==================== hxm_event_sequencer
hxm_event_sequencer, metal 1:
(4 px per µm)
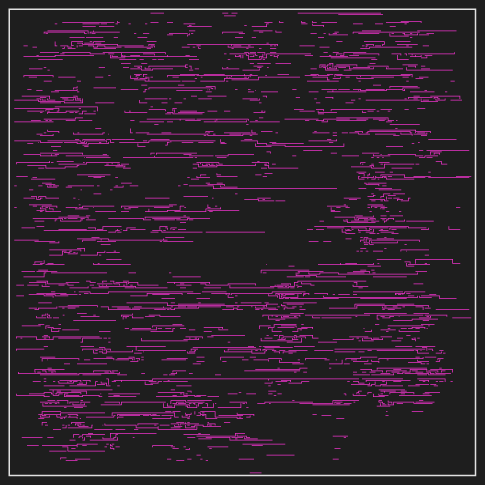
hxm_event_sequencer, cell classes on the final placement:
(3 px per µm)
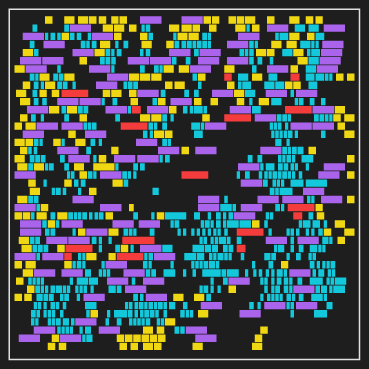
--- src/rtl/hxm_event_sequencer_pkg.sv ---
// Shared widths and state encoding for the hxmpp event sequencer.
// Default widths track the project parameter file.
package hxm_event_sequencer_pkg;

  localparam int SSIDBITS    = 8;
  localparam int HITINFOBITS = 8;
  localparam int MAXHITNBITS = 3;
  localparam int NCOLS_HIM   = 4;
  localparam int HITBUS_BITS = NCOLS_HIM * HITINFOBITS;

  typedef enum logic [2:0] {
    ST_CLEAR  = 3'd0,
    ST_WRITE  = 3'd1,
    ST_GAP    = 3'd2,
    ST_REQ    = 3'd3,
    ST_WAIT   = 3'd4,
    ST_RESULT = 3'd5,
    ST_DONE   = 3'd6
  } seq_state_t;

  function automatic int max3(input int a, input int b, input int c);
    int m;
    m = (a > b) ? a : b;
    return (m > c) ? m : c;
  endfunction

endpackage

--- src/rtl/hxm_cycle_counter.sv ---
// Loadable down-counter that parks at zero; last flags the final counted cycle.
module hxm_cycle_counter #(
  parameter int W = 8
) (
  input  logic         clk,
  input  logic         reset,
  input  logic         load,
  input  logic [W-1:0] load_val,
  output logic [W-1:0] count,
  output logic         last
);

  always_ff @(posedge clk) begin
    if (!reset) begin
      count <= '0;
    end else if (load) begin
      count <= load_val;
    end else if (count != '0) begin
      count <= count - 1'b1;
    end
  end

  assign last = (count == W'(1));

endmodule

--- src/rtl/hxm_event_sequencer.sv ---
// Per-event controller owning every hxmpp control pin: clear, write hits,
// settle gap, then one-at-a-time SSID readback with timeout fillers.
module hxm_event_sequencer
  import hxm_event_sequencer_pkg::*;
#(
  parameter int SSID_W       = SSIDBITS,
  parameter int HITINFO_W    = HITINFOBITS,
  parameter int NHITS_W      = MAXHITNBITS,
  parameter int HITBUS_W     = HITBUS_BITS,
  parameter int MAX_HITS     = 64,
  parameter int CLEAR_CYCLES = 4,
  parameter int WR2RD_GAP    = 8,
  parameter int READ_TIMEOUT = 32
) (
  input  logic                 clk,
  input  logic                 reset,
  input  logic                 hit_valid,
  output logic                 hit_ready,
  input  logic [SSID_W-1:0]    hit_ssid,
  input  logic [HITINFO_W-1:0] hit_info,
  input  logic                 hit_last,
  input  logic                 req_valid,
  output logic                 req_ready,
  input  logic [SSID_W-1:0]    req_ssid,
  input  logic                 req_last,
  output logic                 res_valid,
  input  logic                 res_ready,
  output logic [SSID_W-1:0]    res_ssid,
  output logic                 res_hit,
  output logic [NHITS_W-1:0]   res_nhits,
  output logic [HITBUS_W-1:0]  res_info,
  output logic                 res_timeout,
  output logic                 hxm_reset,
  output logic                 hxm_write,
  output logic [SSID_W-1:0]    hxm_write_ssid,
  output logic [HITINFO_W-1:0] hxm_write_info,
  output logic                 hxm_read,
  output logic [SSID_W-1:0]    hxm_read_ssid,
  input  logic                 hxm_read_finished,
  input  logic [SSID_W-1:0]    hxm_ssid_read,
  input  logic                 hxm_hit_this_event,
  input  logic [NHITS_W-1:0]   hxm_nhits,
  input  logic [HITBUS_W-1:0]  hxm_hitinfo,
  output logic                 event_done,
  output logic [15:0]          event_count,
  output logic                 err_overflow,
  output logic                 err_timeout
);

  localparam int CNT_W = $clog2(max3(CLEAR_CYCLES, WR2RD_GAP, READ_TIMEOUT) + 1);
  localparam int HC_W  = $clog2(MAX_HITS + 1);

  seq_state_t        state;
  logic [HC_W-1:0]   hit_cnt;
  logic              last_req;
  logic              ctr_load;
  logic [CNT_W-1:0]  ctr_val;
  logic [CNT_W-1:0]  ctr_count;
  logic              ctr_last;

  hxm_cycle_counter #(.W(CNT_W)) u_ctr (
    .clk      (clk),
    .reset    (reset),
    .load     (ctr_load),
    .load_val (ctr_val),
    .count    (ctr_count),
    .last     (ctr_last)
  );

  // A zero count in CLEAR only happens straight out of reset; arm it there.
  always_comb begin
    ctr_load = 1'b0;
    ctr_val  = '0;
    case (state)
      ST_CLEAR: if (ctr_count == '0) begin
        ctr_load = 1'b1;
        ctr_val  = CNT_W'(CLEAR_CYCLES);
      end
      ST_WRITE: if (hit_ready && hit_valid && hit_last) begin
        ctr_load = 1'b1;
        ctr_val  = CNT_W'(WR2RD_GAP);
      end
      ST_REQ: if (req_ready && req_valid) begin
        ctr_load = 1'b1;
        ctr_val  = CNT_W'(READ_TIMEOUT);
      end
      ST_DONE: begin
        ctr_load = 1'b1;
        ctr_val  = CNT_W'(CLEAR_CYCLES);
      end
      default: ;
    endcase
  end

  always_ff @(posedge clk) begin
    if (!reset) begin
      state          <= ST_CLEAR;
      hxm_reset      <= 1'b1;
      hit_ready      <= 1'b0;
      req_ready      <= 1'b0;
      hxm_write      <= 1'b0;
      hxm_write_ssid <= '0;
      hxm_write_info <= '0;
      hxm_read       <= 1'b0;
      hxm_read_ssid  <= '0;
      res_valid      <= 1'b0;
      res_ssid       <= '0;
      res_hit        <= 1'b0;
      res_nhits      <= '0;
      res_info       <= '0;
      res_timeout    <= 1'b0;
      event_done     <= 1'b0;
      event_count    <= '0;
      err_overflow   <= 1'b0;
      err_timeout    <= 1'b0;
      hit_cnt        <= '0;
      last_req       <= 1'b0;
    end else begin
      hxm_write  <= 1'b0;
      hxm_read   <= 1'b0;
      event_done <= 1'b0;
      case (state)
        ST_CLEAR: begin
          hit_cnt <= '0;
          if (ctr_last) begin
            state     <= ST_WRITE;
            hxm_reset <= 1'b0;
            hit_ready <= 1'b1;
          end
        end
        ST_WRITE: if (hit_valid) begin
          // Past MAX_HITS the beat is still consumed so upstream never stalls.
          if (hit_cnt != HC_W'(MAX_HITS)) begin
            hxm_write      <= 1'b1;
            hxm_write_ssid <= hit_ssid;
            hxm_write_info <= hit_info;
            hit_cnt        <= hit_cnt + 1'b1;
          end else begin
            err_overflow <= 1'b1;
          end
          if (hit_last) begin
            state     <= ST_GAP;
            hit_ready <= 1'b0;
          end
        end
        ST_GAP: if (ctr_last) begin
          state     <= ST_REQ;
          req_ready <= 1'b1;
        end
        ST_REQ: if (req_valid) begin
          req_ready     <= 1'b0;
          hxm_read      <= 1'b1;
          hxm_read_ssid <= req_ssid;
          last_req      <= req_last;
          state         <= ST_WAIT;
        end
        ST_WAIT: begin
          if (hxm_read_finished) begin
            res_ssid    <= hxm_ssid_read;
            res_hit     <= hxm_hit_this_event;
            res_nhits   <= hxm_nhits;
            res_info    <= hxm_hitinfo;
            res_timeout <= 1'b0;
            res_valid   <= 1'b1;
            state       <= ST_RESULT;
          end else if (ctr_last) begin
            res_ssid    <= hxm_read_ssid;
            res_hit     <= 1'b0;
            res_nhits   <= '0;
            res_info    <= '0;
            res_timeout <= 1'b1;
            res_valid   <= 1'b1;
            err_timeout <= 1'b1;
            state       <= ST_RESULT;
          end
        end
        ST_RESULT: if (res_ready) begin
          res_valid <= 1'b0;
          if (last_req) begin
            state       <= ST_DONE;
            event_done  <= 1'b1;
            event_count <= event_count + 16'd1;
          end else begin
            state     <= ST_REQ;
            req_ready <= 1'b1;
          end
        end
        ST_DONE: begin
          state     <= ST_CLEAR;
          hxm_reset <= 1'b1;
        end
        default: state <= ST_CLEAR;
      endcase
    end
  end

endmodule

--- config.mk ---
export PLATFORM = sky130hd
export DESIGN_NAME = hxm_event_sequencer
export DESIGN_NICKNAME = d
export VERILOG_FILES = /design/src/rtl/hxm_event_sequencer_pkg.sv /design/src/rtl/hxm_cycle_counter.sv /design/src/rtl/hxm_event_sequencer.sv
export SDC_FILE = /design/constraint.sdc
export NUM_CORES = 1
export LEC_CHECK = 0
export ABC_AREA = 1
export CORE_UTILIZATION = 39
export CTS_CLUSTER_DIAMETER = 30
export DETAILED_ROUTE_END_ITERATION = 7
export PLACE_DENSITY_LB_ADDON = 0.2
export SYNTH_ARGS = -nofsm -noshare
export SYNTH_HDL_FRONTEND = slang
export SYNTH_HIERARCHICAL = 1
export SYNTH_SLANG_ARGS = --single-unit
--- constraint.sdc ---
create_clock -name clk -period 2.25 [get_ports clk]
set_input_delay 0.45 -clock clk [delete_from_list [all_inputs] [get_ports clk]]
set_output_delay 0.45 -clock clk [all_outputs]
set_load 0.1 [all_outputs]
==> summary.txt <==
First-pass GRT wire length -> 21600 µm
Top cells, area -> dfxtp_1 (44%), nand2_1 (11%), nand3_1 (7.0%), a21oi_1 (6.5%), nor2_1 (5.4%)
Comb/total area -> 0.350
Antenna diodes -> 1
GR met2 Demand/Resource -> 0.343
Port bufs -> 169
Status -> finished clean
Final setup vio count -> 0
Antenna-violating nets left -> 0
Register name with the most flops -> res_info
Max Freq -> 0.506 GHz
Log Warnings -> 28
Critical-path cell list -> inv_1, nand2_1, nor3_1, nand2_1, nand3_1, inv_2, buf_4, nand3_1, nand2_1, nor2_1
FFs w/ async S/R, synth -> 0
I/O pin count -> 170
Chip area -> 13500 µm²
Clock-pin slew on the worst setup and hold paths -> 0.07 ns
Initial antenna violation count -> 1
TNS Setup -> 0 ns
Post-Route M1 WL -> 5680 µm
Top area contributor share -> 0.437
Chip width -> 116 µm
Crit path DRT -> 2.49 ns
Notes on 'metal 1' of hxm_event_sequencer above:
nets with wire on the layer	812
share of all routed wire	41%
longest straight run	51.5 µm

Notes on 'cell classes on the final placement' of hxm_event_sequencer above:
color	class	cells
red	clock drivers and dummy loads	16
purple	flip-flops	111
yellow	other buffers and delay cells	179
cyan	all other logic	534

worst paths after layout:
check                                               startpoint                              to  cells after the start
worst max-delay path                     state[2]$_SDFFE_PN0P_     u_ctr/count[1]$_SDFFE_PN0P_                     10
worst min-delay path            hxm_write_info[2]$_SDFFE_PN0P_  hxm_write_info[2]$_SDFFE_PN0P_                      2
worst max register to register           state[2]$_SDFFE_PN0P_     u_ctr/count[1]$_SDFFE_PN0P_                     10
worst min register to register  hxm_write_info[2]$_SDFFE_PN0P_  hxm_write_info[2]$_SDFFE_PN0P_                      2
cell families after synthesis:
| logic type | Yosys count | synth area share |
|---|---|---|
| adder cells (fa/ha/maj) | 5 | 0.0123 |
| AND/OR/NAND/NOR | 346 | 0.329 |
| buffers and inverters | 93 | 0.0888 |
| flip-flops | 111 | 0.437 |
| other | 1 | 0.000737 |
| XOR/XNOR | 2 | 0.00344 |
| AND-OR/OR-AND | 120 | 0.129 |
per-stage QoR:
step	cell area, µm²	hold slack, ns
floorplan	5090	0.450
global placement	6620	0.448
global route	6930	0.477
detailed placement	6620	0.453
CTS	6920	0.465
finish	6930	0.464

==================== ovf_sat_alu_stage
ovf_sat_alu_stage, routing congestion:
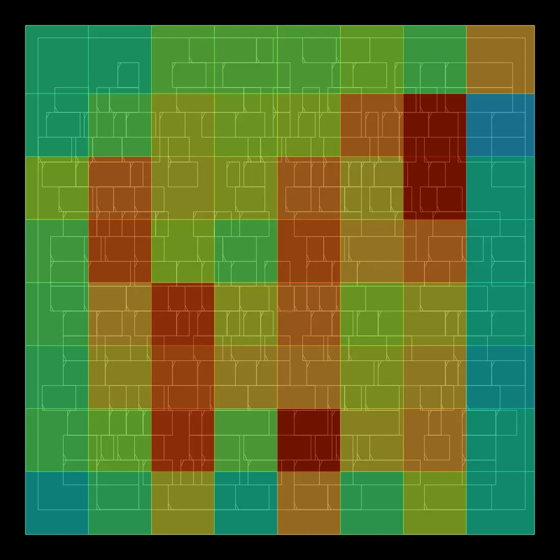
==> src/rtl/ovf_sat_alu_stage.sv <==
// Registered signed add/subtract stage with overflow detection, optional saturation,
// a sticky overflow flag and a saturating overflow-event counter behind valid/ready.
module ovf_sat_alu_stage #(
    parameter int unsigned WIDTH = 8,
    parameter int unsigned CNT_W = 8
) (
    input  logic             clk,
    input  logic             rst_n,
    input  logic             in_valid,
    output logic             in_ready,
    input  logic [WIDTH-1:0] a,
    input  logic [WIDTH-1:0] b,
    input  logic             op_sub,
    input  logic             sat_en,
    input  logic             clr_sticky,
    output logic             out_valid,
    input  logic             out_ready,
    output logic [WIDTH-1:0] result,
    output logic             ovf,
    output logic             ovf_dir,
    output logic             ovf_sticky,
    output logic [CNT_W-1:0] ovf_count
);

    localparam logic [WIDTH-1:0] MaxPos = {1'b0, {(WIDTH-1){1'b1}}};
    localparam logic [WIDTH-1:0] MaxNeg = {1'b1, {(WIDTH-1){1'b0}}};
    localparam logic [WIDTH-1:0] OneW   = {{(WIDTH-1){1'b0}}, 1'b1};
    localparam logic [CNT_W-1:0] OneC   = {{(CNT_W-1){1'b0}}, 1'b1};
    localparam logic [CNT_W-1:0] CntMax = {CNT_W{1'b1}};

    logic             out_valid_q, out_valid_d;
    logic [WIDTH-1:0] result_q, result_d;
    logic             ovf_q, ovf_d;
    logic             ovf_dir_q, ovf_dir_d;
    logic             ovf_sticky_q, ovf_sticky_d;
    logic [CNT_W-1:0] ovf_count_q, ovf_count_d;

    logic [WIDTH-1:0] b_eff, raw_sum, res_calc;
    logic             a_msb, b_msb, s_msb, ovf_calc, accept;

    assign in_ready = !out_valid_q || out_ready;
    assign accept   = in_valid && in_ready;

    always_comb begin
        b_eff   = op_sub ? (~b + OneW) : b;
        raw_sum = a + b_eff;
        a_msb   = a[WIDTH-1];
        b_msb   = b[WIDTH-1];
        s_msb   = raw_sum[WIDTH-1];
        // Subtracting flips the sign of B, so the "same sign" test inverts.
        if (op_sub) begin
            ovf_calc = (a_msb != b_msb) && (s_msb != a_msb);
        end else begin
            ovf_calc = (a_msb == b_msb) && (s_msb != a_msb);
        end
        if (ovf_calc && sat_en) begin
            res_calc = a_msb ? MaxNeg : MaxPos;
        end else begin
            res_calc = raw_sum;
        end
    end

    always_comb begin
        out_valid_d  = out_valid_q;
        result_d     = result_q;
        ovf_d        = ovf_q;
        ovf_dir_d    = ovf_dir_q;
        ovf_sticky_d = ovf_sticky_q;
        ovf_count_d  = ovf_count_q;
        if (accept) begin
            out_valid_d = 1'b1;
            result_d    = res_calc;
            ovf_d       = ovf_calc;
            ovf_dir_d   = !a_msb;
        end else if (out_ready) begin
            out_valid_d = 1'b0;
        end
        // A new overflow event takes priority over a simultaneous clear.
        if (accept && ovf_calc) begin
            ovf_sticky_d = 1'b1;
            if (clr_sticky) begin
                ovf_count_d = OneC;
            end else if (ovf_count_q != CntMax) begin
                ovf_count_d = ovf_count_q + OneC;
            end
        end else if (clr_sticky) begin
            ovf_sticky_d = 1'b0;
            ovf_count_d  = '0;
        end
    end

    always_ff @(posedge clk) begin
        if (!rst_n) begin
            out_valid_q  <= 1'b0;
            result_q     <= '0;
            ovf_q        <= 1'b0;
            ovf_dir_q    <= 1'b0;
            ovf_sticky_q <= 1'b0;
            ovf_count_q  <= '0;
        end else begin
            out_valid_q  <= out_valid_d;
            result_q     <= result_d;
            ovf_q        <= ovf_d;
            ovf_dir_q    <= ovf_dir_d;
            ovf_sticky_q <= ovf_sticky_d;
            ovf_count_q  <= ovf_count_d;
        end
    end

    assign out_valid  = out_valid_q;
    assign result     = result_q;
    assign ovf        = ovf_q;
    assign ovf_dir    = ovf_dir_q;
    assign ovf_sticky = ovf_sticky_q;
    assign ovf_count  = ovf_count_q;

endmodule

==> config.mk <==
export PLATFORM = sky130hd
export DESIGN_NAME = ovf_sat_alu_stage
export DESIGN_NICKNAME = d
export VERILOG_FILES = /design/src/rtl/ovf_sat_alu_stage.sv
export SDC_FILE = /design/constraint.sdc
export NUM_CORES = 1
export LEC_CHECK = 0
export CAP_MARGIN = 10
export CORE_UTILIZATION = 50
export DETAILED_ROUTE_END_ITERATION = 7
export MAX_ROUTING_LAYER = met4
export PLACE_DENSITY = 0.85
export SYNTH_ARGS = -nofsm -noshare
export SYNTH_HDL_FRONTEND = slang
export SYNTH_SLANG_ARGS = --single-unit
==> constraint.sdc <==
create_clock -name clk -period 4.2 [get_ports clk]
set_clock_uncertainty 0.1 [all_clocks]
set_input_delay 0.42 -clock clk [delete_from_list [all_inputs] [get_ports clk]]
set_output_delay 0.42 -clock clk [all_outputs]
set_load 0.02 [all_outputs]
==> summary.txt <==
Log Warnings -> 27
Slowest-stage cell, CP -> a21boi_0
Count leader, synth -> dfxtp_1
Clk power -> 0.113 mW
Metal3 WL -> 132 µm
Status -> finished clean
Antenna-violating nets left -> 0
Worst-Skew Late Latency -> 0.30 ns
Yosys cell count -> 173
Largest cell class -> combinational gates
Layout net count -> 250
Reg2Reg Depth -> 6
Clock Path Buffers -> 2
Distinct lib cells -> 41
Critical-path cell list -> clkdlybuf4s50_1, nor4_1, nand2_1, nand2_1, xnor2_1, ha_1, nand2_1, nor3_1, o211ai_1, a21boi_0, and4_1, nor3_1
Max cap viols -> 0
Comb/total area -> 0.523
Reg-to-reg slack, setup -> 2.08 ns
Comb gates -> 145
Vert. Die Dim -> 55.8 µm
DRC -> 0
Worst EP arrival -> 3.55 ns
Post-synthesis simple-gate area fraction -> 0.229
Critical path startpoint -> b[2]
CTS tree -> yes
Worst slack, placed -> 0.454 ns
FFs w/ async S/R, synth -> 0
Antenna diodes -> 0
## Picture notes: 'routing congestion' of ovf_sat_alu_stage
All-Layer GR Usage: 0.241
met1 GRT Util: 0.283
GR met2 Demand/Resource: 0.417
post-DR wirelength/cell: 14.2 µm

-- metrics by stage --
stage | std cells | area, µm²
after floorplan | 173 | 1450
after global placement | 242 | 1890
after detailed placement | 242 | 1890
after CTS | 246 | 1920
after global routing | 246 | 1920
final | 246 | 1920
-- cells in the final DEF (no fill, tap or decap), drive strengths merged, types with 7 or more instances in the layout --
cell	count
nand2b	7
o21ai	13
ha	10
clkdlybuf4s50	43
a21oi	14
dfxtp	20
nor2	8
nand2	17
-- how the worst min path moves through the flow --
stage               slack (ns)                      to  cells after the start                   start
floorplan                 0.44  result[2]$_SDFFE_PN0P_                      2  result[2]$_SDFFE_PN0P_
global placement          0.35  result[2]$_SDFFE_PN0P_                      2  result[2]$_SDFFE_PN0P_
detailed placement        0.37        ovf$_SDFFE_PN0P_                      2        ovf$_SDFFE_PN0P_
CTS                       0.38        ovf$_SDFFE_PN0P_                      2        ovf$_SDFFE_PN0P_
global route              0.40  result[2]$_SDFFE_PN0P_                      2  result[2]$_SDFFE_PN0P_
finish                    0.38        ovf$_SDFFE_PN0P_                      2        ovf$_SDFFE_PN0P_

==================== alu_share_arbiter
<file path="src/rtl/alu_share_arbiter.sv">
// Purpose: lets two requesters share one combinational RV32I ALU, one operation per cycle.
// Latency: a request accepted in cycle N shows its result on rspi_result in cycle N+1.
// Backpressure: a port is refused while its one-entry response register is full and not draining.
//
// Ports:
//   clk, rst                      rising-edge clock, asynchronous active-high reset
//   req{0,1}_valid/op/a/b/ready   request channels (port 0 = integer pipe, port 1 = address/aux)
//   rsp{0,1}_valid/result/ready   response channels, one registered entry per port
//   alu_op/alu_a/alu_b            operands to the shared ALU (zero when nothing is granted)
//   alu_result                    combinational result back from the ALU
//   op_count                      accepted operations, wraps modulo 2^CNT_W
//   err_illegal_op                sticky flag for an accepted unsupported opcode
module alu_share_arbiter #(
  parameter int unsigned RR_ENABLE = 1,
  parameter int unsigned CNT_W     = 16
) (
  input  logic             clk,
  input  logic             rst,
  input  logic             req0_valid,
  input  logic [4:0]       req0_op,
  input  logic [31:0]      req0_a,
  input  logic [31:0]      req0_b,
  output logic             req0_ready,
  output logic             rsp0_valid,
  output logic [31:0]      rsp0_result,
  input  logic             rsp0_ready,
  input  logic             req1_valid,
  input  logic [4:0]       req1_op,
  input  logic [31:0]      req1_a,
  input  logic [31:0]      req1_b,
  output logic             req1_ready,
  output logic             rsp1_valid,
  output logic [31:0]      rsp1_result,
  input  logic             rsp1_ready,
  output logic [4:0]       alu_op,
  output logic [31:0]      alu_a,
  output logic [31:0]      alu_b,
  input  logic [31:0]      alu_result,
  output logic [CNT_W-1:0] op_count,
  output logic             err_illegal_op
);

  logic             rsp0_valid_q, rsp0_valid_d;
  logic             rsp1_valid_q, rsp1_valid_d;
  logic [31:0]      rsp0_result_q, rsp0_result_d;
  logic [31:0]      rsp1_result_q, rsp1_result_d;
  logic [CNT_W-1:0] op_count_q, op_count_d;
  logic             err_q, err_d;
  // 0 = port 0 won the last transfer, 1 = port 1 did.
  logic             last_grant_q, last_grant_d;

  logic elig0, elig1;
  logic grant0, grant1;
  logic op_legal;

  // A full response register that drains this cycle frees its slot for the
  // new result, so rspi_ready feeds reqi_ready combinationally.
  assign elig0 = req0_valid && (!rsp0_valid_q || rsp0_ready);
  assign elig1 = req1_valid && (!rsp1_valid_q || rsp1_ready);

  always_comb begin
    grant0 = 1'b0;
    grant1 = 1'b0;
    if (elig0 && elig1) begin
      if (RR_ENABLE != 0) begin
        grant0 = last_grant_q;
        grant1 = !last_grant_q;
      end else begin
        grant0 = 1'b1;
      end
    end else begin
      grant0 = elig0;
      grant1 = elig1;
    end
  end

  assign req0_ready = grant0;
  assign req1_ready = grant1;

  always_comb begin
    alu_op = 5'd0;
    alu_a  = 32'd0;
    alu_b  = 32'd0;
    if (grant0) begin
      alu_op = req0_op;
      alu_a  = req0_a;
      alu_b  = req0_b;
    end else if (grant1) begin
      alu_op = req1_op;
      alu_a  = req1_a;
      alu_b  = req1_b;
    end
  end

  // Only the granted op reaches alu_op, and the idle value 0 is legal, so
  // checking alu_op on a transfer covers both ports.
  always_comb begin
    op_legal = 1'b0;
    case (alu_op)
      5'h00, 5'h01, 5'h02, 5'h03, 5'h04,
      5'h05, 5'h06, 5'h07, 5'h08, 5'h0D: op_legal = 1'b1;
      default:                           op_legal = 1'b0;
    endcase
  end

  always_comb begin
    rsp0_valid_d  = rsp0_valid_q;
    rsp1_valid_d  = rsp1_valid_q;
    rsp0_result_d = rsp0_result_q;
    rsp1_result_d = rsp1_result_q;
    op_count_d    = op_count_q;
    err_d         = err_q;
    last_grant_d  = last_grant_q;

    // Drain first; a same-cycle transfer below overrides it so there is no bubble.
    if (rsp0_ready) rsp0_valid_d = 1'b0;
    if (rsp1_ready) rsp1_valid_d = 1'b0;

    if (grant0) begin
      rsp0_valid_d  = 1'b1;
      rsp0_result_d = alu_result;
      last_grant_d  = 1'b0;
    end
    if (grant1) begin
      rsp1_valid_d  = 1'b1;
      rsp1_result_d = alu_result;
      last_grant_d  = 1'b1;
    end
    if (grant0 || grant1) begin
      op_count_d = op_count_q + {{(CNT_W-1){1'b0}}, 1'b1};
      if (!op_legal) err_d = 1'b1;
    end
  end

  always_ff @(posedge clk or posedge rst) begin
    if (rst) begin
      rsp0_valid_q  <= 1'b0;
      rsp1_valid_q  <= 1'b0;
      rsp0_result_q <= 32'd0;
      rsp1_result_q <= 32'd0;
      op_count_q    <= '0;
      err_q         <= 1'b0;
      last_grant_q  <= 1'b1;
    end else begin
      rsp0_valid_q  <= rsp0_valid_d;
      rsp1_valid_q  <= rsp1_valid_d;
      rsp0_result_q <= rsp0_result_d;
      rsp1_result_q <= rsp1_result_d;
      op_count_q    <= op_count_d;
      err_q         <= err_d;
      last_grant_q  <= last_grant_d;
    end
  end

  assign rsp0_valid     = rsp0_valid_q;
  assign rsp1_valid     = rsp1_valid_q;
  assign rsp0_result    = rsp0_result_q;
  assign rsp1_result    = rsp1_result_q;
  assign op_count       = op_count_q;
  assign err_illegal_op = err_q;

endmodule

</file>
<file path="config.mk">
export PLATFORM = sky130hd
export DESIGN_NAME = alu_share_arbiter
export DESIGN_NICKNAME = d
export VERILOG_FILES = /design/src/rtl/alu_share_arbiter.sv
export SDC_FILE = /design/constraint.sdc
export NUM_CORES = 1
export LEC_CHECK = 0
export CAP_MARGIN = 20
export CELL_PAD_IN_SITES_DETAIL_PLACEMENT = 1
export CELL_PAD_IN_SITES_GLOBAL_PLACEMENT = 1
export CORE_MARGIN = 2
export CORE_UTILIZATION = 23
export DETAILED_ROUTE_END_ITERATION = 6
export PLACE_DENSITY = 0.81
export SYNTH_ARGS = -nofsm -noshare
export SYNTH_HDL_FRONTEND = slang
export SYNTH_SLANG_ARGS = --single-unit
</file>
<file path="constraint.sdc">
create_clock -name clk -period 3.53 [get_ports clk]
set_input_delay 0.706 -clock clk [delete_from_list [all_inputs] [get_ports clk]]
set_output_delay 0.706 -clock clk [all_outputs]
set_load 0.005 [all_outputs]
</file>
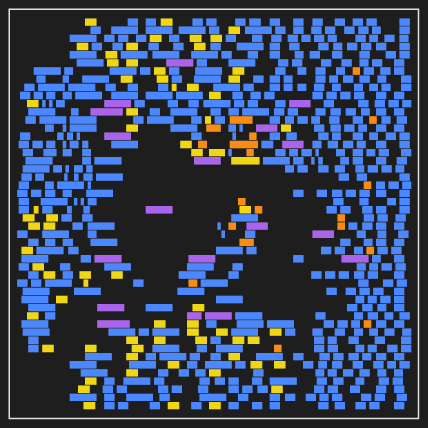
alu_share_arbiter: drive-strength map
(3 px per µm)
color	size	cells	share
purple	drive 6 and up	18	2.8%
blue	drive 1 or less	533	83%
yellow	drive 2	70	11%
orange	drive 3 to 4	19	3.0%
Non-clk bufs: 348
Worst Slack Setup Final: 0.106 ns
final instance area: 8020 µm²
Area Growth Syn to Fin: 100%

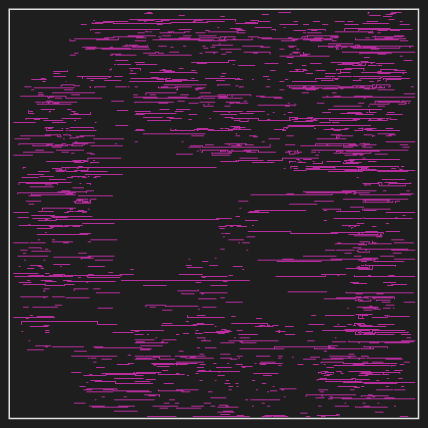
alu_share_arbiter: metal 1
(3 px per µm)
nets with wire on the layer	705
share of all routed wire	34%
wire length on this layer	6430 µm

==> summary.txt <==
Status -> finished clean
Chip area -> 18500 µm²
I/O pin count -> 330
Max cap viols -> 0
Clock-pin slew on the worst setup and hold paths -> 0.06 ns
Worst EP arrival -> 2.72 ns
Share of cells above drive strength 1 -> 0.167
Net Count, Synth -> 475
Final setup vio count -> 0
Top area contributor share -> 0.519
Pint -> 2.98 mW
Clk root buf -> clkbuf_16
Crit-path max cell delay -> 0.52 ns
Post-DR wirelength/cell -> 21.5 µm
Log Warnings -> 26
Synth Instances -> 298
Vias in the first global route -> 4349
DRC -> 0
Max Freq -> 0.292 GHz
Reg2Reg Depth -> 3
Yosys aoi share -> 0.170
DR top layer -> met4
Crit path DRT -> 2.82 ns
Clk power -> 1.01 mW
Met3 Resource Use GR -> 0.0485
Row count -> 48
First-pass GRT wire length -> 25900 µm
Critical-path cell list -> clkdlybuf4s50_1, nand2b_4, a311oi_4, buf_12, buf_12, a22o_1, clkdlybuf4s50_1
Logic power comb -> 1.68 mW
Post-DP Area -> 7640 µm²
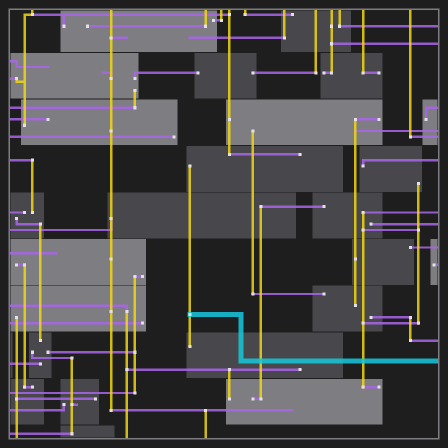
alu_share_arbiter: zoomed window
Window x 21 to 46, y 89 to 114 µm. Cells in gray, sequential cells in the stronger gray; small squares are vias.
color	layer
yellow	met2
purple	met1
cyan	met3
sequential cells in the window	7
most frequent	dfrtp_1 (7), clkdlybuf4s50_1 (4), mux2_2 (3)
netlist names of flops here include	op_count (4), rsp1_result (2)
cells with their middle in the window	21

final cells by class:
| class | instances | area, µm² | share of cell area |
|---|---|---|---|
| tap | 225 | 282 | 0.0351 |
| clock buffer | 10 | 239 | 0.0298 |
| clock inverter | 6 | 87.6 | 0.0109 |
| antenna | 7 | 17.5 | 0.00218 |
| inverter | 3 | 12.5 | 0.00156 |
| timing repair buffer | 348 | 3520 | 0.438 |
| sequential | 84 | 2100 | 0.262 |
| multi-input combinational | 189 | 1760 | 0.220 |
kinds of logic after synthesis:
family | after synthesis
flops | 84
compound gates | 75
fa+ha+maj | 1
mux | 65
xor+xnor | 16
simple gates | 32
buf+inv | 25
timing repair:
| item | in CTS | in global routing |
|---|---|---|
| buffers inserted | 0 | 1 |
| gates resized | 0 | 0 |
| setup endpoints to repair | 0 | 4 |
sequential cells by signal, indices dropped and copies added, names as in the netlist:
register and cells:
err_illegal_op 1, rsp1_valid 1, rsp0_result 32, last_grant_q 1, op_count 16, rsp0_valid 1
rsp1_result 32
worst register-to-register path, stage by stage (launching register included):
cell	delay (ns)
dfstp_2	0.58
o311a_4	0.31
buf_4	0.49
mux2_2	0.41

==================== irq_controller
irq_controller, metal 1:
(8 px per µm)
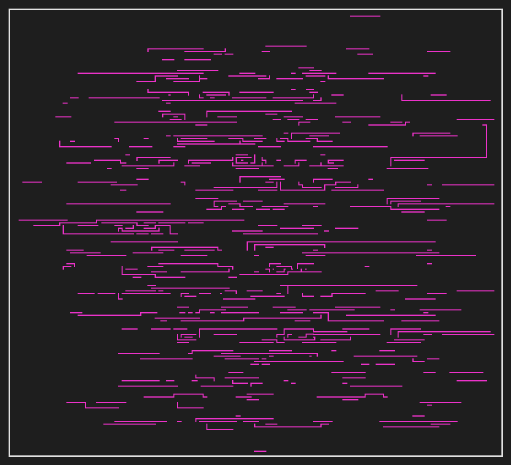
irq_controller, drive-strength map:
(6 px per µm)
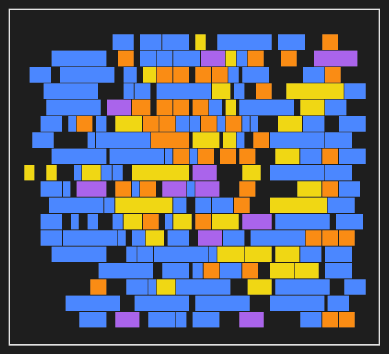
--- config.mk ---
export PLATFORM = sky130hd
export DESIGN_NAME = irq_controller
export DESIGN_NICKNAME = d
export VERILOG_FILES = /design/src/rtl/irq_pkg.sv /design/src/rtl/irq_priority_enc.sv /design/src/rtl/irq_controller.sv
export SDC_FILE = /design/constraint.sdc
export NUM_CORES = 1
export LEC_CHECK = 0
export ABC_CLOCK_PERIOD_IN_PS = 1270
export CAP_MARGIN = 10
export CORE_ASPECT_RATIO = 0.9
export CORE_MARGIN = 2
export CORE_UTILIZATION = 39
export DETAILED_ROUTE_END_ITERATION = 16
export PLACE_DENSITY = 0.72
export SKIP_CTS_REPAIR_TIMING = 1
export SLEW_MARGIN = 20
export SYNTH_ARGS = -nofsm -noshare
export SYNTH_HDL_FRONTEND = slang
export SYNTH_SLANG_ARGS = --single-unit
--- constraint.sdc ---
create_clock -name clk -period 1.27 [get_ports clk]
set_clock_uncertainty 0.05 [all_clocks]
set_input_delay 0.254 -clock clk [delete_from_list [all_inputs] [get_ports clk]]
set_output_delay 0.254 -clock clk [all_outputs]
set_load 0.005 [all_outputs]
--- src/rtl/irq_pkg.sv ---
// Shared definitions for the interrupt controller.
//   NUM_SRC     : number of interrupt source lines
//   ID_W        : width of a source index
//   irq_state_t : controller FSM states
package irq_pkg;
    localparam int NUM_SRC = 8;
    localparam int ID_W    = 3;

    typedef enum logic [1:0] {
        ST_IDLE    = 2'd0,
        ST_REQUEST = 2'd1,
        ST_SERVICE = 2'd2
    } irq_state_t;
endpackage

--- src/rtl/irq_priority_enc.sv ---
// Combinational find-first: reports the lowest set index of req.
//   req   : request vector, bit 0 is highest priority
//   valid : any bit of req set
//   id    : index of the lowest set bit (0 when valid is low)
module irq_priority_enc
    import irq_pkg::*;
#(
    parameter int N = NUM_SRC,
    parameter int W = ID_W
) (
    input  logic [N-1:0] req,
    output logic         valid,
    output logic [W-1:0] id
);
    always_comb begin
        valid = |req;
        id    = '0;
        // Walk downwards so the lowest set index is the last one written.
        for (int i = N - 1; i >= 0; i--) begin
            if (req[i]) id = W'(i);
        end
    end
endmodule

--- src/rtl/irq_controller.sv ---
// Single-level interrupt controller: per-source rising-edge capture into a
// pending register, maskable fixed-priority arbitration, and a
// request/service handshake with the processor (no nesting).
//   clk, reset            : clock, asynchronous active-low reset
//   irq_src               : level source lines (edge-detected internally)
//   mask_we, mask_wdata   : mask register write port
//   irq_ack, irq_done     : processor trap taken / handler finished
//   irq_req, irq_id       : request to processor and the latched winner
//   irq_mask, irq_pending : register visibility
//   busy                  : request or service in progress
module irq_controller
    import irq_pkg::*;
(
    input  logic               clk,
    input  logic               reset,
    input  logic [NUM_SRC-1:0] irq_src,
    input  logic               mask_we,
    input  logic [NUM_SRC-1:0] mask_wdata,
    input  logic               irq_ack,
    input  logic               irq_done,
    output logic               irq_req,
    output logic [ID_W-1:0]    irq_id,
    output logic [NUM_SRC-1:0] irq_mask,
    output logic [NUM_SRC-1:0] irq_pending,
    output logic               busy
);
    irq_state_t         state;
    logic [NUM_SRC-1:0] prev_src;
    logic [NUM_SRC-1:0] edge_vec;
    logic [NUM_SRC-1:0] clr_vec;
    logic               take;
    logic               enc_valid;
    logic [ID_W-1:0]    enc_id;

    assign edge_vec = irq_src & ~prev_src;
    assign take     = (state == ST_REQUEST) && irq_ack;
    // Clear is applied before the set, so a coincident new edge wins.
    assign clr_vec  = take ? ({{(NUM_SRC-1){1'b0}}, 1'b1} << irq_id) : '0;

    // Masked sources keep latching but never reach the arbiter.
    irq_priority_enc #(.N(NUM_SRC), .W(ID_W)) u_enc (
        .req   (irq_pending & irq_mask),
        .valid (enc_valid),
        .id    (enc_id)
    );

    always_ff @(posedge clk or negedge reset) begin
        if (!reset) begin
            state       <= ST_IDLE;
            prev_src    <= '0;
            irq_pending <= '0;
            irq_mask    <= '0;
            irq_id      <= '0;
        end else begin
            prev_src    <= irq_src;
            irq_pending <= (irq_pending & ~clr_vec) | edge_vec;
            if (mask_we) irq_mask <= mask_wdata;
            case (state)
                // irq_id only loads here, so it holds through REQUEST/SERVICE.
                ST_IDLE: if (enc_valid) begin
                    state  <= ST_REQUEST;
                    irq_id <= enc_id;
                end
                // ack takes precedence over a simultaneous done.
                ST_REQUEST: if (irq_ack)  state <= ST_SERVICE;
                ST_SERVICE: if (irq_done) state <= ST_IDLE;
                default:                  state <= ST_IDLE;
            endcase
        end
    end

    assign irq_req = (state == ST_REQUEST);
    assign busy    = (state != ST_IDLE);
endmodule
==> summary.txt <==
Chip width -> 61.4 µm
Largest net degree at the start of global routing -> 30
Top area contributor share -> 0.627
Logic power comb -> 1.82 mW
Final setup vio count -> 12
Dominant cell type by area after synthesis -> dfrtp_1
Layout net count -> 208
TNS Setup -> -0.933 ns
Crit-path max cell delay -> 0.43 ns
Vert. Die Dim -> 55.7 µm
CTS Sinks -> 29
Failing checks -> negative setup slack
Seq share, synth -> 0.627
Worst Slack Setup Final -> -0.161 ns
Tap cells -> 40
Status -> finished, violations left
Notes on 'metal 1' of irq_controller above:
share of all routed wire	41%
main direction	horizontal
longest straight run	23.5 µm
wire length on this layer	1370 µm
nets with wire on the layer	187
met1 GRT Util: 0.219
via count: 1138
final wirelength: 3350 µm

Notes on 'drive-strength map' of irq_controller above:
color	size	cells	share
purple	drive 6 and up	11	5.9%
yellow	drive 2	31	16%
blue	drive 1 or less	105	56%
orange	drive 3 to 4	41	22%
Worst Slack Setup Final: -0.161 ns
Non-clk bufs: 83
Area Growth Syn to Fin: 83.4%

metal layers:
layer / track usage / up-vias / share of wire
li1: - / 534 / -
met1: 0.219 / 548 / 0.41
met2: 0.281 / 46 / 0.50
met3: 0.0628 / 10 / 0.061
met4: 0.0638 / 0 / 0.027
met5: 0 / - / 0
cells in the final DEF (no fill, tap or decap):
cell type	synthesis	final
buf_4	0	34
dfrtp_1	29	25
clkdlybuf4s50_1	0	20
dlymetal6s2s_1	0	16
inv_1	10	10
o21ai_1	1	9
mux2_2	8	8
buf_6	0	8
o21ai_2	0	6
nand2_1	7	6
clkbuf_4	0	5
a22oi_2	1	4
a21oi_1	5	4
dfrtp_2	0	4
clkbuf_2	0	4
nand2b_1	3	3
a32o_1	2	2
clkbuf_8	0	2
and2b_1	1	1
nand3_4	0	1
o31ai_1	1	1
nand3b_1	1	1
or2_4	1	1
o31ai_2	1	1
nor2_2	0	1
nand2_2	0	1
a21oi_2	0	1
o21ai_0	15	1
nand4_1	1	1
a222oi_1	1	1
a22oi_1	4	1
a31oi_1	1	1
nor2_1	2	1
a211oi_1	1	1
clkinv_2	0	1
buf_12	0	1

==================== hog_scale_sched_flat
### config.mk
export PLATFORM = sky130hd
export DESIGN_NAME = hog_scale_sched_flat
export DESIGN_NICKNAME = d
export VERILOG_FILES = /design/src/rtl/hog_scale_sched_if.sv /design/src/rtl/hog_scale_sched.sv /design/src/flat_wrapper.sv
export SDC_FILE = /design/constraint.sdc
export NUM_CORES = 1
export LEC_CHECK = 0
export CAP_MARGIN = 5
export CORE_MARGIN = 8
export CORE_UTILIZATION = 35
export CTS_CLUSTER_DIAMETER = 50
export DETAILED_ROUTE_END_ITERATION = 8
export GPL_TIMING_DRIVEN = 0
export PLACE_DENSITY = 0.56
export SYNTH_ARGS = -nofsm -noshare
export SYNTH_HDL_FRONTEND = slang
export SYNTH_SLANG_ARGS = --single-unit
### constraint.sdc
create_clock -name aclk -period 2.7 [get_ports aclk]
set_input_delay 0.405 -clock aclk [delete_from_list [all_inputs] [get_ports aclk]]
set_output_delay 0.405 -clock aclk [all_outputs]
set_load 0.1 [all_outputs]
### src/rtl/hog_scale_sched_if.sv
// hog_scale_sched_if: bundles the sequencer's table-programming, configuration,
// software-control and pipeline-handshake signals.
// master = software / HOG pipeline side; slave = the sequencer itself.
interface hog_scale_sched_if #(
  parameter int IDX_W  = 3,
  parameter int ADDR_W = 32
);
  logic              tbl_we;
  logic [IDX_W-1:0]  tbl_addr;
  logic [31:0]       tbl_scale_x;
  logic [31:0]       tbl_scale_y;
  logic [IDX_W:0]    cfg_num;
  logic [ADDR_W-1:0] cfg_out_base;
  logic [ADDR_W-1:0] cfg_out_stride;
  logic              sw_start;
  logic              sw_abort;
  logic              write_feature_done;
  logic              hog_start;
  logic [31:0]       scale_x;
  logic [31:0]       scale_y;
  logic [ADDR_W-1:0] out_addr;
  logic [IDX_W-1:0]  scale_idx;
  logic              busy;
  logic              seq_done;
  logic [1:0]        seq_err;

  modport master (
    output tbl_we, tbl_addr, tbl_scale_x, tbl_scale_y,
    output cfg_num, cfg_out_base, cfg_out_stride,
    output sw_start, sw_abort, write_feature_done,
    input  hog_start, scale_x, scale_y, out_addr, scale_idx,
    input  busy, seq_done, seq_err
  );

  modport slave (
    input  tbl_we, tbl_addr, tbl_scale_x, tbl_scale_y,
    input  cfg_num, cfg_out_base, cfg_out_stride,
    input  sw_start, sw_abort, write_feature_done,
    output hog_start, scale_x, scale_y, out_addr, scale_idx,
    output busy, seq_done, seq_err
  );
endinterface

### src/rtl/hog_scale_sched.sv
// hog_scale_sched: multi-scale sequencer in front of the HOG pipeline.
// Walks a programmable table of scale factors, firing one hog_start per entry
// and waiting for write_feature_done before moving to the next entry.
// Optional WAIT-state watchdog: define HOG_SCHED_WDT_EN (parameter WDT_W).
//
// state | meaning
// ------+---------------------------------------------------------------
// IDLE  | waiting for a start request; table writable
// LOAD  | register scale_x/scale_y from table[scale_idx]
// FIRE  | issue the hog_start pulse (registered, visible next cycle)
// WAIT  | hold outputs until write_feature_done
// NEXT  | finish the sequence or advance index / address
// DONE  | pulse seq_done, drop busy
//
// sw_start and the cfg_* values are captured into shadow registers on the
// cycle the request is seen; IDLE validates the captured request one cycle
// later. All outputs are registered, which sets the 3-cycle start/done to
// hog_start latency and the 2-cycle last-done to seq_done latency.
module hog_scale_sched #(
  parameter int N_SCALES = 8,
  parameter int IDX_W    = 3,
  parameter int ADDR_W   = 32
`ifdef HOG_SCHED_WDT_EN
  , parameter int WDT_W  = 24
`endif
) (
  input logic              aclk,
  input logic              arest_n,
  hog_scale_sched_if.slave bus
);

  typedef enum logic [2:0] {
    ST_IDLE,
    ST_LOAD,
    ST_FIRE,
    ST_WAIT,
    ST_NEXT,
    ST_DONE
  } state_t;

  localparam logic [IDX_W:0] NUM_MAX = (IDX_W+1)'(N_SCALES);

  state_t            state_q, state_d;
  logic              start_q, start_d;
  logic [IDX_W:0]    num_q, num_d;
  logic [ADDR_W-1:0] base_q, base_d;
  logic [ADDR_W-1:0] stride_q, stride_d;
  logic [IDX_W-1:0]  idx_q, idx_d;
  logic [ADDR_W-1:0] addr_q, addr_d;
  logic [31:0]       sx_q, sx_d;
  logic [31:0]       sy_q, sy_d;
  logic              busy_q, busy_d;
  logic              hog_start_q, hog_start_d;
  logic              seq_done_q, seq_done_d;
  logic [1:0]        err_q, err_d;
  logic [63:0]       tbl_q [N_SCALES];
  logic [63:0]       tbl_d [N_SCALES];
  logic              num_ok;
  logic              last_scale;

`ifdef HOG_SCHED_WDT_EN
  // one below terminal count: the compare fires as the counter reaches all-ones
  localparam logic [WDT_W-1:0] WDT_LAST = {{(WDT_W-1){1'b1}}, 1'b0};
  logic [WDT_W-1:0] wdt_q, wdt_d;
`endif

  assign num_ok     = (bus.cfg_num != '0) && (bus.cfg_num <= NUM_MAX);
  assign last_scale = ({1'b0, idx_q} == (num_q - (IDX_W+1)'(1)));

  // Table write path: software may only reprogram while no sequence is running
  always_comb begin
    tbl_d = tbl_q;
    if (bus.tbl_we && !busy_q) begin
      tbl_d[bus.tbl_addr] = {bus.tbl_scale_y, bus.tbl_scale_x};
    end
  end

  // Next-state and output computation for the sequencing FSM
  always_comb begin
    state_d     = state_q;
    start_d     = start_q;
    num_d       = num_q;
    base_d      = base_q;
    stride_d    = stride_q;
    idx_d       = idx_q;
    addr_d      = addr_q;
    sx_d        = sx_q;
    sy_d        = sy_q;
    busy_d      = busy_q;
    err_d       = err_q;
    hog_start_d = 1'b0;
    seq_done_d  = 1'b0;
`ifdef HOG_SCHED_WDT_EN
    wdt_d       = wdt_q;
`endif

    unique case (state_q)
      ST_IDLE: begin
        if (start_q) begin
          start_d = 1'b0;
          if ((num_q != '0) && (num_q <= NUM_MAX)) begin
            idx_d   = '0;
            addr_d  = base_q;
            err_d   = 2'd0;
            busy_d  = 1'b1;
            state_d = ST_LOAD;
          end else begin
            err_d = 2'd1;
          end
        end else if (bus.sw_start) begin
          start_d  = 1'b1;
          num_d    = bus.cfg_num;
          base_d   = bus.cfg_out_base;
          stride_d = bus.cfg_out_stride;
        end
      end
      ST_LOAD: begin
        sx_d    = tbl_q[idx_q][31:0];
        sy_d    = tbl_q[idx_q][63:32];
        state_d = ST_FIRE;
      end
      ST_FIRE: begin
        hog_start_d = 1'b1;
        state_d     = ST_WAIT;
`ifdef HOG_SCHED_WDT_EN
        wdt_d       = '0;
`endif
      end
      ST_WAIT: begin
        if (bus.write_feature_done) begin
          state_d = ST_NEXT;
        end
`ifdef HOG_SCHED_WDT_EN
        else if (wdt_q == WDT_LAST) begin
          wdt_d   = wdt_q + WDT_W'(1);
          state_d = ST_IDLE;
          busy_d  = 1'b0;
          err_d   = 2'd3;
        end else begin
          wdt_d = wdt_q + WDT_W'(1);
        end
`endif
      end
      ST_NEXT: begin
        if (last_scale) begin
          state_d = ST_DONE;
        end else begin
          idx_d   = idx_q + IDX_W'(1);
          addr_d  = addr_q + stride_q;
          state_d = ST_LOAD;
        end
      end
      ST_DONE: begin
        seq_done_d = 1'b1;
        busy_d     = 1'b0;
        state_d    = ST_IDLE;
      end
      default: begin
        state_d = ST_IDLE;
        busy_d  = 1'b0;
      end
    endcase

    // abort wins over everything else, including a pending pulse or done
    if (bus.sw_abort && busy_q) begin
      state_d     = ST_IDLE;
      busy_d      = 1'b0;
      err_d       = 2'd2;
      hog_start_d = 1'b0;
      seq_done_d  = 1'b0;
    end
  end

  // FSM and output registers
  always_ff @(posedge aclk or negedge arest_n) begin
    if (!arest_n) begin
      state_q     <= ST_IDLE;
      start_q     <= 1'b0;
      num_q       <= '0;
      base_q      <= '0;
      stride_q    <= '0;
      idx_q       <= '0;
      addr_q      <= '0;
      sx_q        <= '0;
      sy_q        <= '0;
      busy_q      <= 1'b0;
      hog_start_q <= 1'b0;
      seq_done_q  <= 1'b0;
      err_q       <= 2'd0;
    end else begin
      state_q     <= state_d;
      start_q     <= start_d;
      num_q       <= num_d;
      base_q      <= base_d;
      stride_q    <= stride_d;
      idx_q       <= idx_d;
      addr_q      <= addr_d;
      sx_q        <= sx_d;
      sy_q        <= sy_d;
      busy_q      <= busy_d;
      hog_start_q <= hog_start_d;
      seq_done_q  <= seq_done_d;
      err_q       <= err_d;
    end
  end

  // Scale table storage, cleared by reset
  always_ff @(posedge aclk or negedge arest_n) begin
    if (!arest_n) begin
      for (int i = 0; i < N_SCALES; i++) begin
        tbl_q[i] <= '0;
      end
    end else begin
      for (int i = 0; i < N_SCALES; i++) begin
        tbl_q[i] <= tbl_d[i];
      end
    end
  end

`ifdef HOG_SCHED_WDT_EN
  // WAIT-state watchdog counter
  always_ff @(posedge aclk or negedge arest_n) begin
    if (!arest_n) begin
      wdt_q <= '0;
    end else begin
      wdt_q <= wdt_d;
    end
  end
`endif

  assign bus.hog_start = hog_start_q;
  assign bus.scale_x   = sx_q;
  assign bus.scale_y   = sy_q;
  assign bus.out_addr  = addr_q;
  assign bus.scale_idx = idx_q;
  assign bus.busy      = busy_q;
  assign bus.seq_done  = seq_done_q;
  assign bus.seq_err   = err_q;

endmodule

### src/flat_wrapper.sv
// flat-port wrapper written by rule: the top's interface ports become plain ports
module hog_scale_sched_flat 
#(
  parameter int N_SCALES = 8,
  parameter int IDX_W    = 3,
  parameter int ADDR_W   = 32

)
  (aclk, arest_n, bus_tbl_we, bus_tbl_addr, bus_tbl_scale_x, bus_tbl_scale_y, bus_cfg_num, bus_cfg_out_base, bus_cfg_out_stride, bus_sw_start, bus_sw_abort, bus_write_feature_done, bus_hog_start, bus_scale_x, bus_scale_y, bus_out_addr, bus_scale_idx, bus_busy, bus_seq_done, bus_seq_err);
  hog_scale_sched_if #(.IDX_W(IDX_W), .ADDR_W(ADDR_W)) bus_i ();
  input logic aclk;
  input logic arest_n;
  input wire logic [$bits(bus_i.tbl_we)-1:0] bus_tbl_we;
  input wire logic [$bits(bus_i.tbl_addr)-1:0] bus_tbl_addr;
  input wire logic [$bits(bus_i.tbl_scale_x)-1:0] bus_tbl_scale_x;
  input wire logic [$bits(bus_i.tbl_scale_y)-1:0] bus_tbl_scale_y;
  input wire logic [$bits(bus_i.cfg_num)-1:0] bus_cfg_num;
  input wire logic [$bits(bus_i.cfg_out_base)-1:0] bus_cfg_out_base;
  input wire logic [$bits(bus_i.cfg_out_stride)-1:0] bus_cfg_out_stride;
  input wire logic [$bits(bus_i.sw_start)-1:0] bus_sw_start;
  input wire logic [$bits(bus_i.sw_abort)-1:0] bus_sw_abort;
  input wire logic [$bits(bus_i.write_feature_done)-1:0] bus_write_feature_done;
  output wire logic [$bits(bus_i.hog_start)-1:0] bus_hog_start;
  output wire logic [$bits(bus_i.scale_x)-1:0] bus_scale_x;
  output wire logic [$bits(bus_i.scale_y)-1:0] bus_scale_y;
  output wire logic [$bits(bus_i.out_addr)-1:0] bus_out_addr;
  output wire logic [$bits(bus_i.scale_idx)-1:0] bus_scale_idx;
  output wire logic [$bits(bus_i.busy)-1:0] bus_busy;
  output wire logic [$bits(bus_i.seq_done)-1:0] bus_seq_done;
  output wire logic [$bits(bus_i.seq_err)-1:0] bus_seq_err;
  assign bus_i.tbl_we = bus_tbl_we;
  assign bus_i.tbl_addr = bus_tbl_addr;
  assign bus_i.tbl_scale_x = bus_tbl_scale_x;
  assign bus_i.tbl_scale_y = bus_tbl_scale_y;
  assign bus_i.cfg_num = bus_cfg_num;
  assign bus_i.cfg_out_base = bus_cfg_out_base;
  assign bus_i.cfg_out_stride = bus_cfg_out_stride;
  assign bus_i.sw_start = bus_sw_start;
  assign bus_i.sw_abort = bus_sw_abort;
  assign bus_i.write_feature_done = bus_write_feature_done;
  assign bus_hog_start = bus_i.hog_start;
  assign bus_scale_x = bus_i.scale_x;
  assign bus_scale_y = bus_i.scale_y;
  assign bus_out_addr = bus_i.out_addr;
  assign bus_scale_idx = bus_i.scale_idx;
  assign bus_busy = bus_i.busy;
  assign bus_seq_done = bus_i.seq_done;
  assign bus_seq_err = bus_i.seq_err;
  hog_scale_sched #(.N_SCALES(N_SCALES), .IDX_W(IDX_W), .ADDR_W(ADDR_W)) u_core (.aclk(aclk), .arest_n(arest_n), .bus(bus_i));
endmodule
==> summary.txt <==
Failing checks -> negative setup slack
Pwr Density -> 1390 nW/µm²
Final Max Tran Viols -> 0
# H-tree levels -> 3
Leading power group -> combinational cells
Worst Slack Setup Final -> -0.0986 ns
Clock Path Buffers -> 3
Dominant logic cell type in the layout -> dfrtp_1
Final setup vio count -> 5
Crit path launch type -> flip-flop
CTS tree -> yes
TNS Setup -> -0.323 ns
Layout net count -> 2695
I/O pin count -> 245
Global route overflow -> 0
Floorplan Utilization -> 0.353
Clock network area share -> 0.0881
Logic cell area -> 13800 µm²
Antenna diodes -> 6
Clock-pin slew on the worst setup and hold paths -> 0.06 ns
Status -> finished, violations left
Total power -> 55.1 mW
Synthesized area per cell -> 14.5 µm²
Crit path DRT -> 3.20 ns
## kinds of logic after synthesis
kind of cell | count (synthesis) | synth area share
muxes | 777 | 0.325
DFF | 688 | 0.553
and+or+nand+nor | 242 | 0.0360
AOI/OAI and AO/OA | 228 | 0.0451
buffers and inverters | 141 | 0.0183
adders and majority gates | 35 | 0.0143
xor gates and xnor gates | 29 | 0.00816
## synth_stat cells (all sizes together), types with 5 or more instances
cell type / n
nand2: 63
ha: 34
mux2: 581
nor3: 10
dfrtp: 688
o21ai: 34
nor2: 110
nand3: 11
nand2b: 5
a21oi: 115
mux2i: 68
a21o: 19
clkbuf: 100
xnor2: 14
o211ai: 5
a31oi: 17
buf: 31
mux4: 128
xor2: 15
inv: 10
nor2b: 6
and3: 9
a211oi: 6
## worst max-delay path, stage by stage, from the launching register on
cell,delay [ns]
dfrtp_4,0.50
ha_4,0.28
a21oi_4,0.24
o211ai_4,0.12
buf_6,0.14
buf_6,0.11
a211oi_4,0.29
o311a_1,0.23
o311a_4,0.22
o31ai_4,0.08
xor2_2,0.17
o211ai_1,0.18
nand3_1,0.10
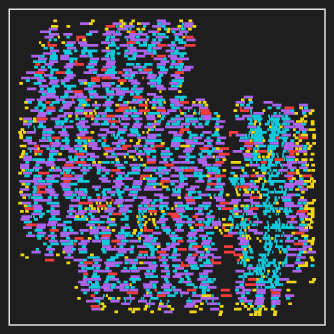
hog_scale_sched_flat: cell classes on the final placement
(1 px per µm)
color	class	cells
yellow	other buffers and delay cells	411
red	clock drivers and dummy loads	181
cyan	all other logic	1321
purple	flip-flops	688
flop share of the area: 0.436
fin util: 0.449

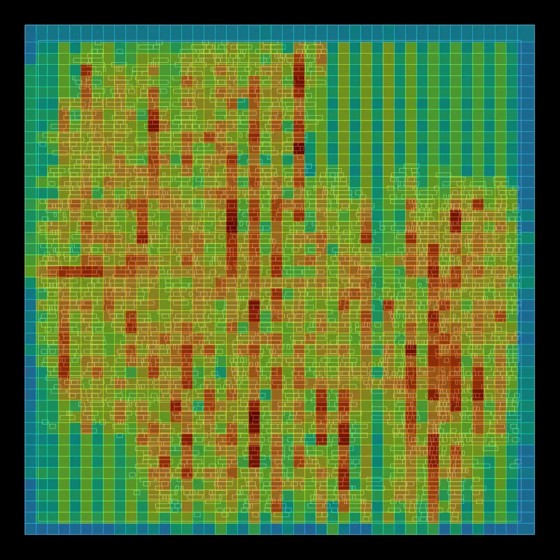
hog_scale_sched_flat: routing congestion
grt peak-use layer: met2
All-Layer GR Usage: 0.178
GR met2 Demand/Resource: 0.296
met3 Resource Use GR: 0.0410

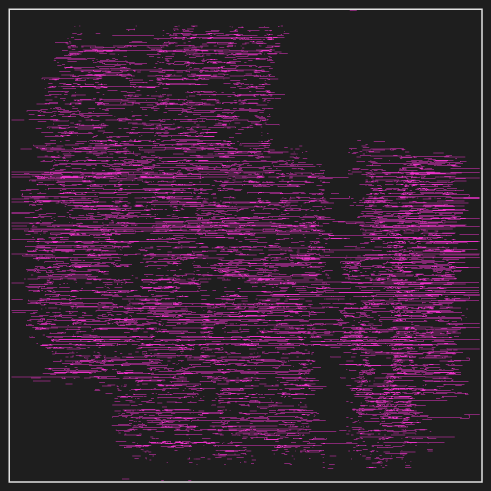
hog_scale_sched_flat: metal 1
(1.5 px per µm)
share of all routed wire	42%
nets with wire on the layer	2525
longest straight run	89.2 µm
met1 GRT Util: 0.227
final wirelength: 88000 µm
via count: 19700



==> gallery <==
Routing congestion.
(a)
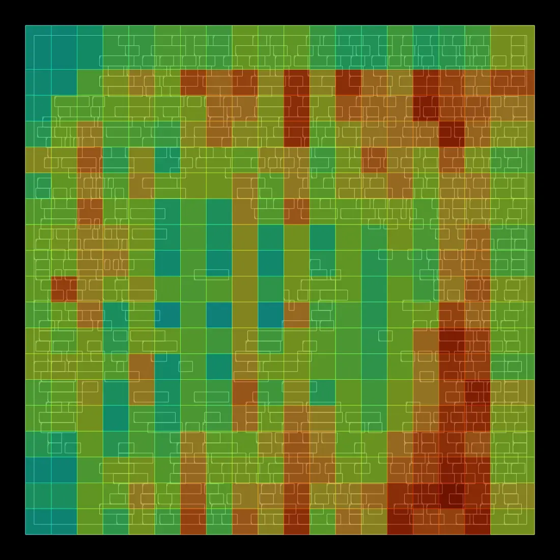
(b)
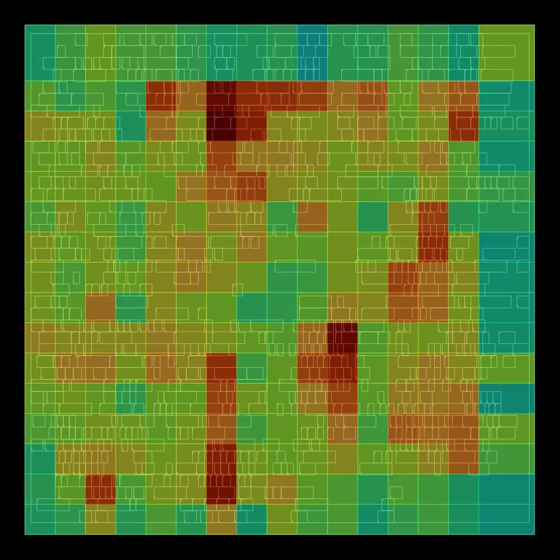
(c)
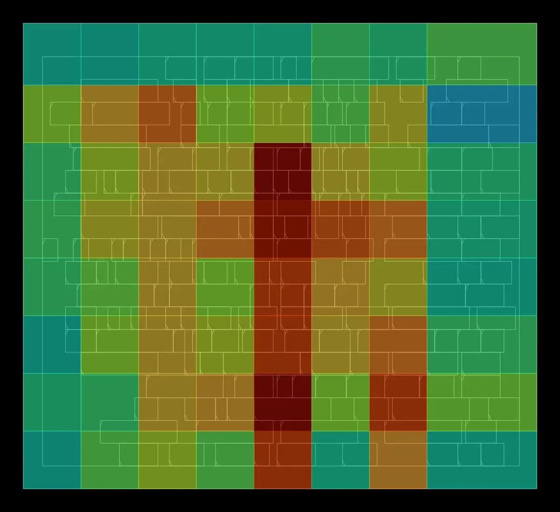
- most wire per cell: (a)
For alu_share_arbiter, see (a).
For hxm_event_sequencer, see (b).
For irq_controller, see (c).


==> gallery <==
Cell classes on the final placement.
Plate I
(6 px per µm)
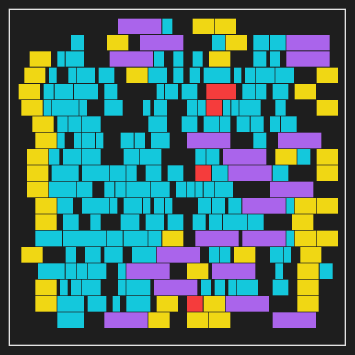
Plate II
(3 px per µm)
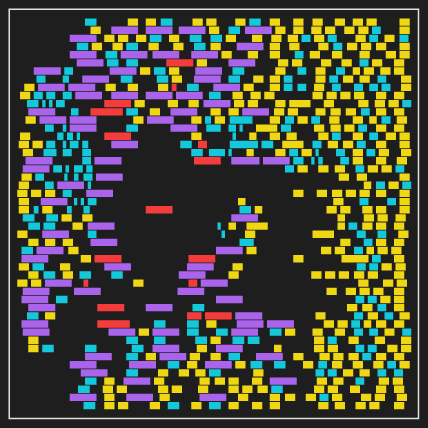
Plate III
(6 px per µm)
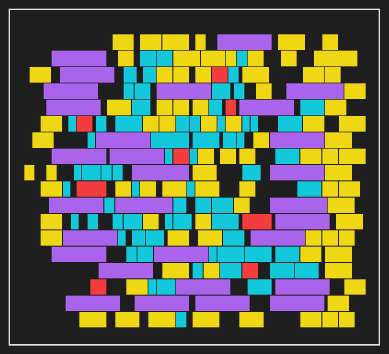
| picture | from |
|---|---|
| Plate III | irq_controller |
| Plate II | alu_share_arbiter |
| Plate I | ovf_sat_alu_stage |
Of these, fewest sequential cells: Plate I
Of these, largest die: Plate II

Key to Plate I:
color	class	cells
cyan	all other logic	148
red	clock drivers and dummy loads	4
yellow	other buffers and delay cells	43
purple	flip-flops	20

Power and IR drop assume default switching activity.
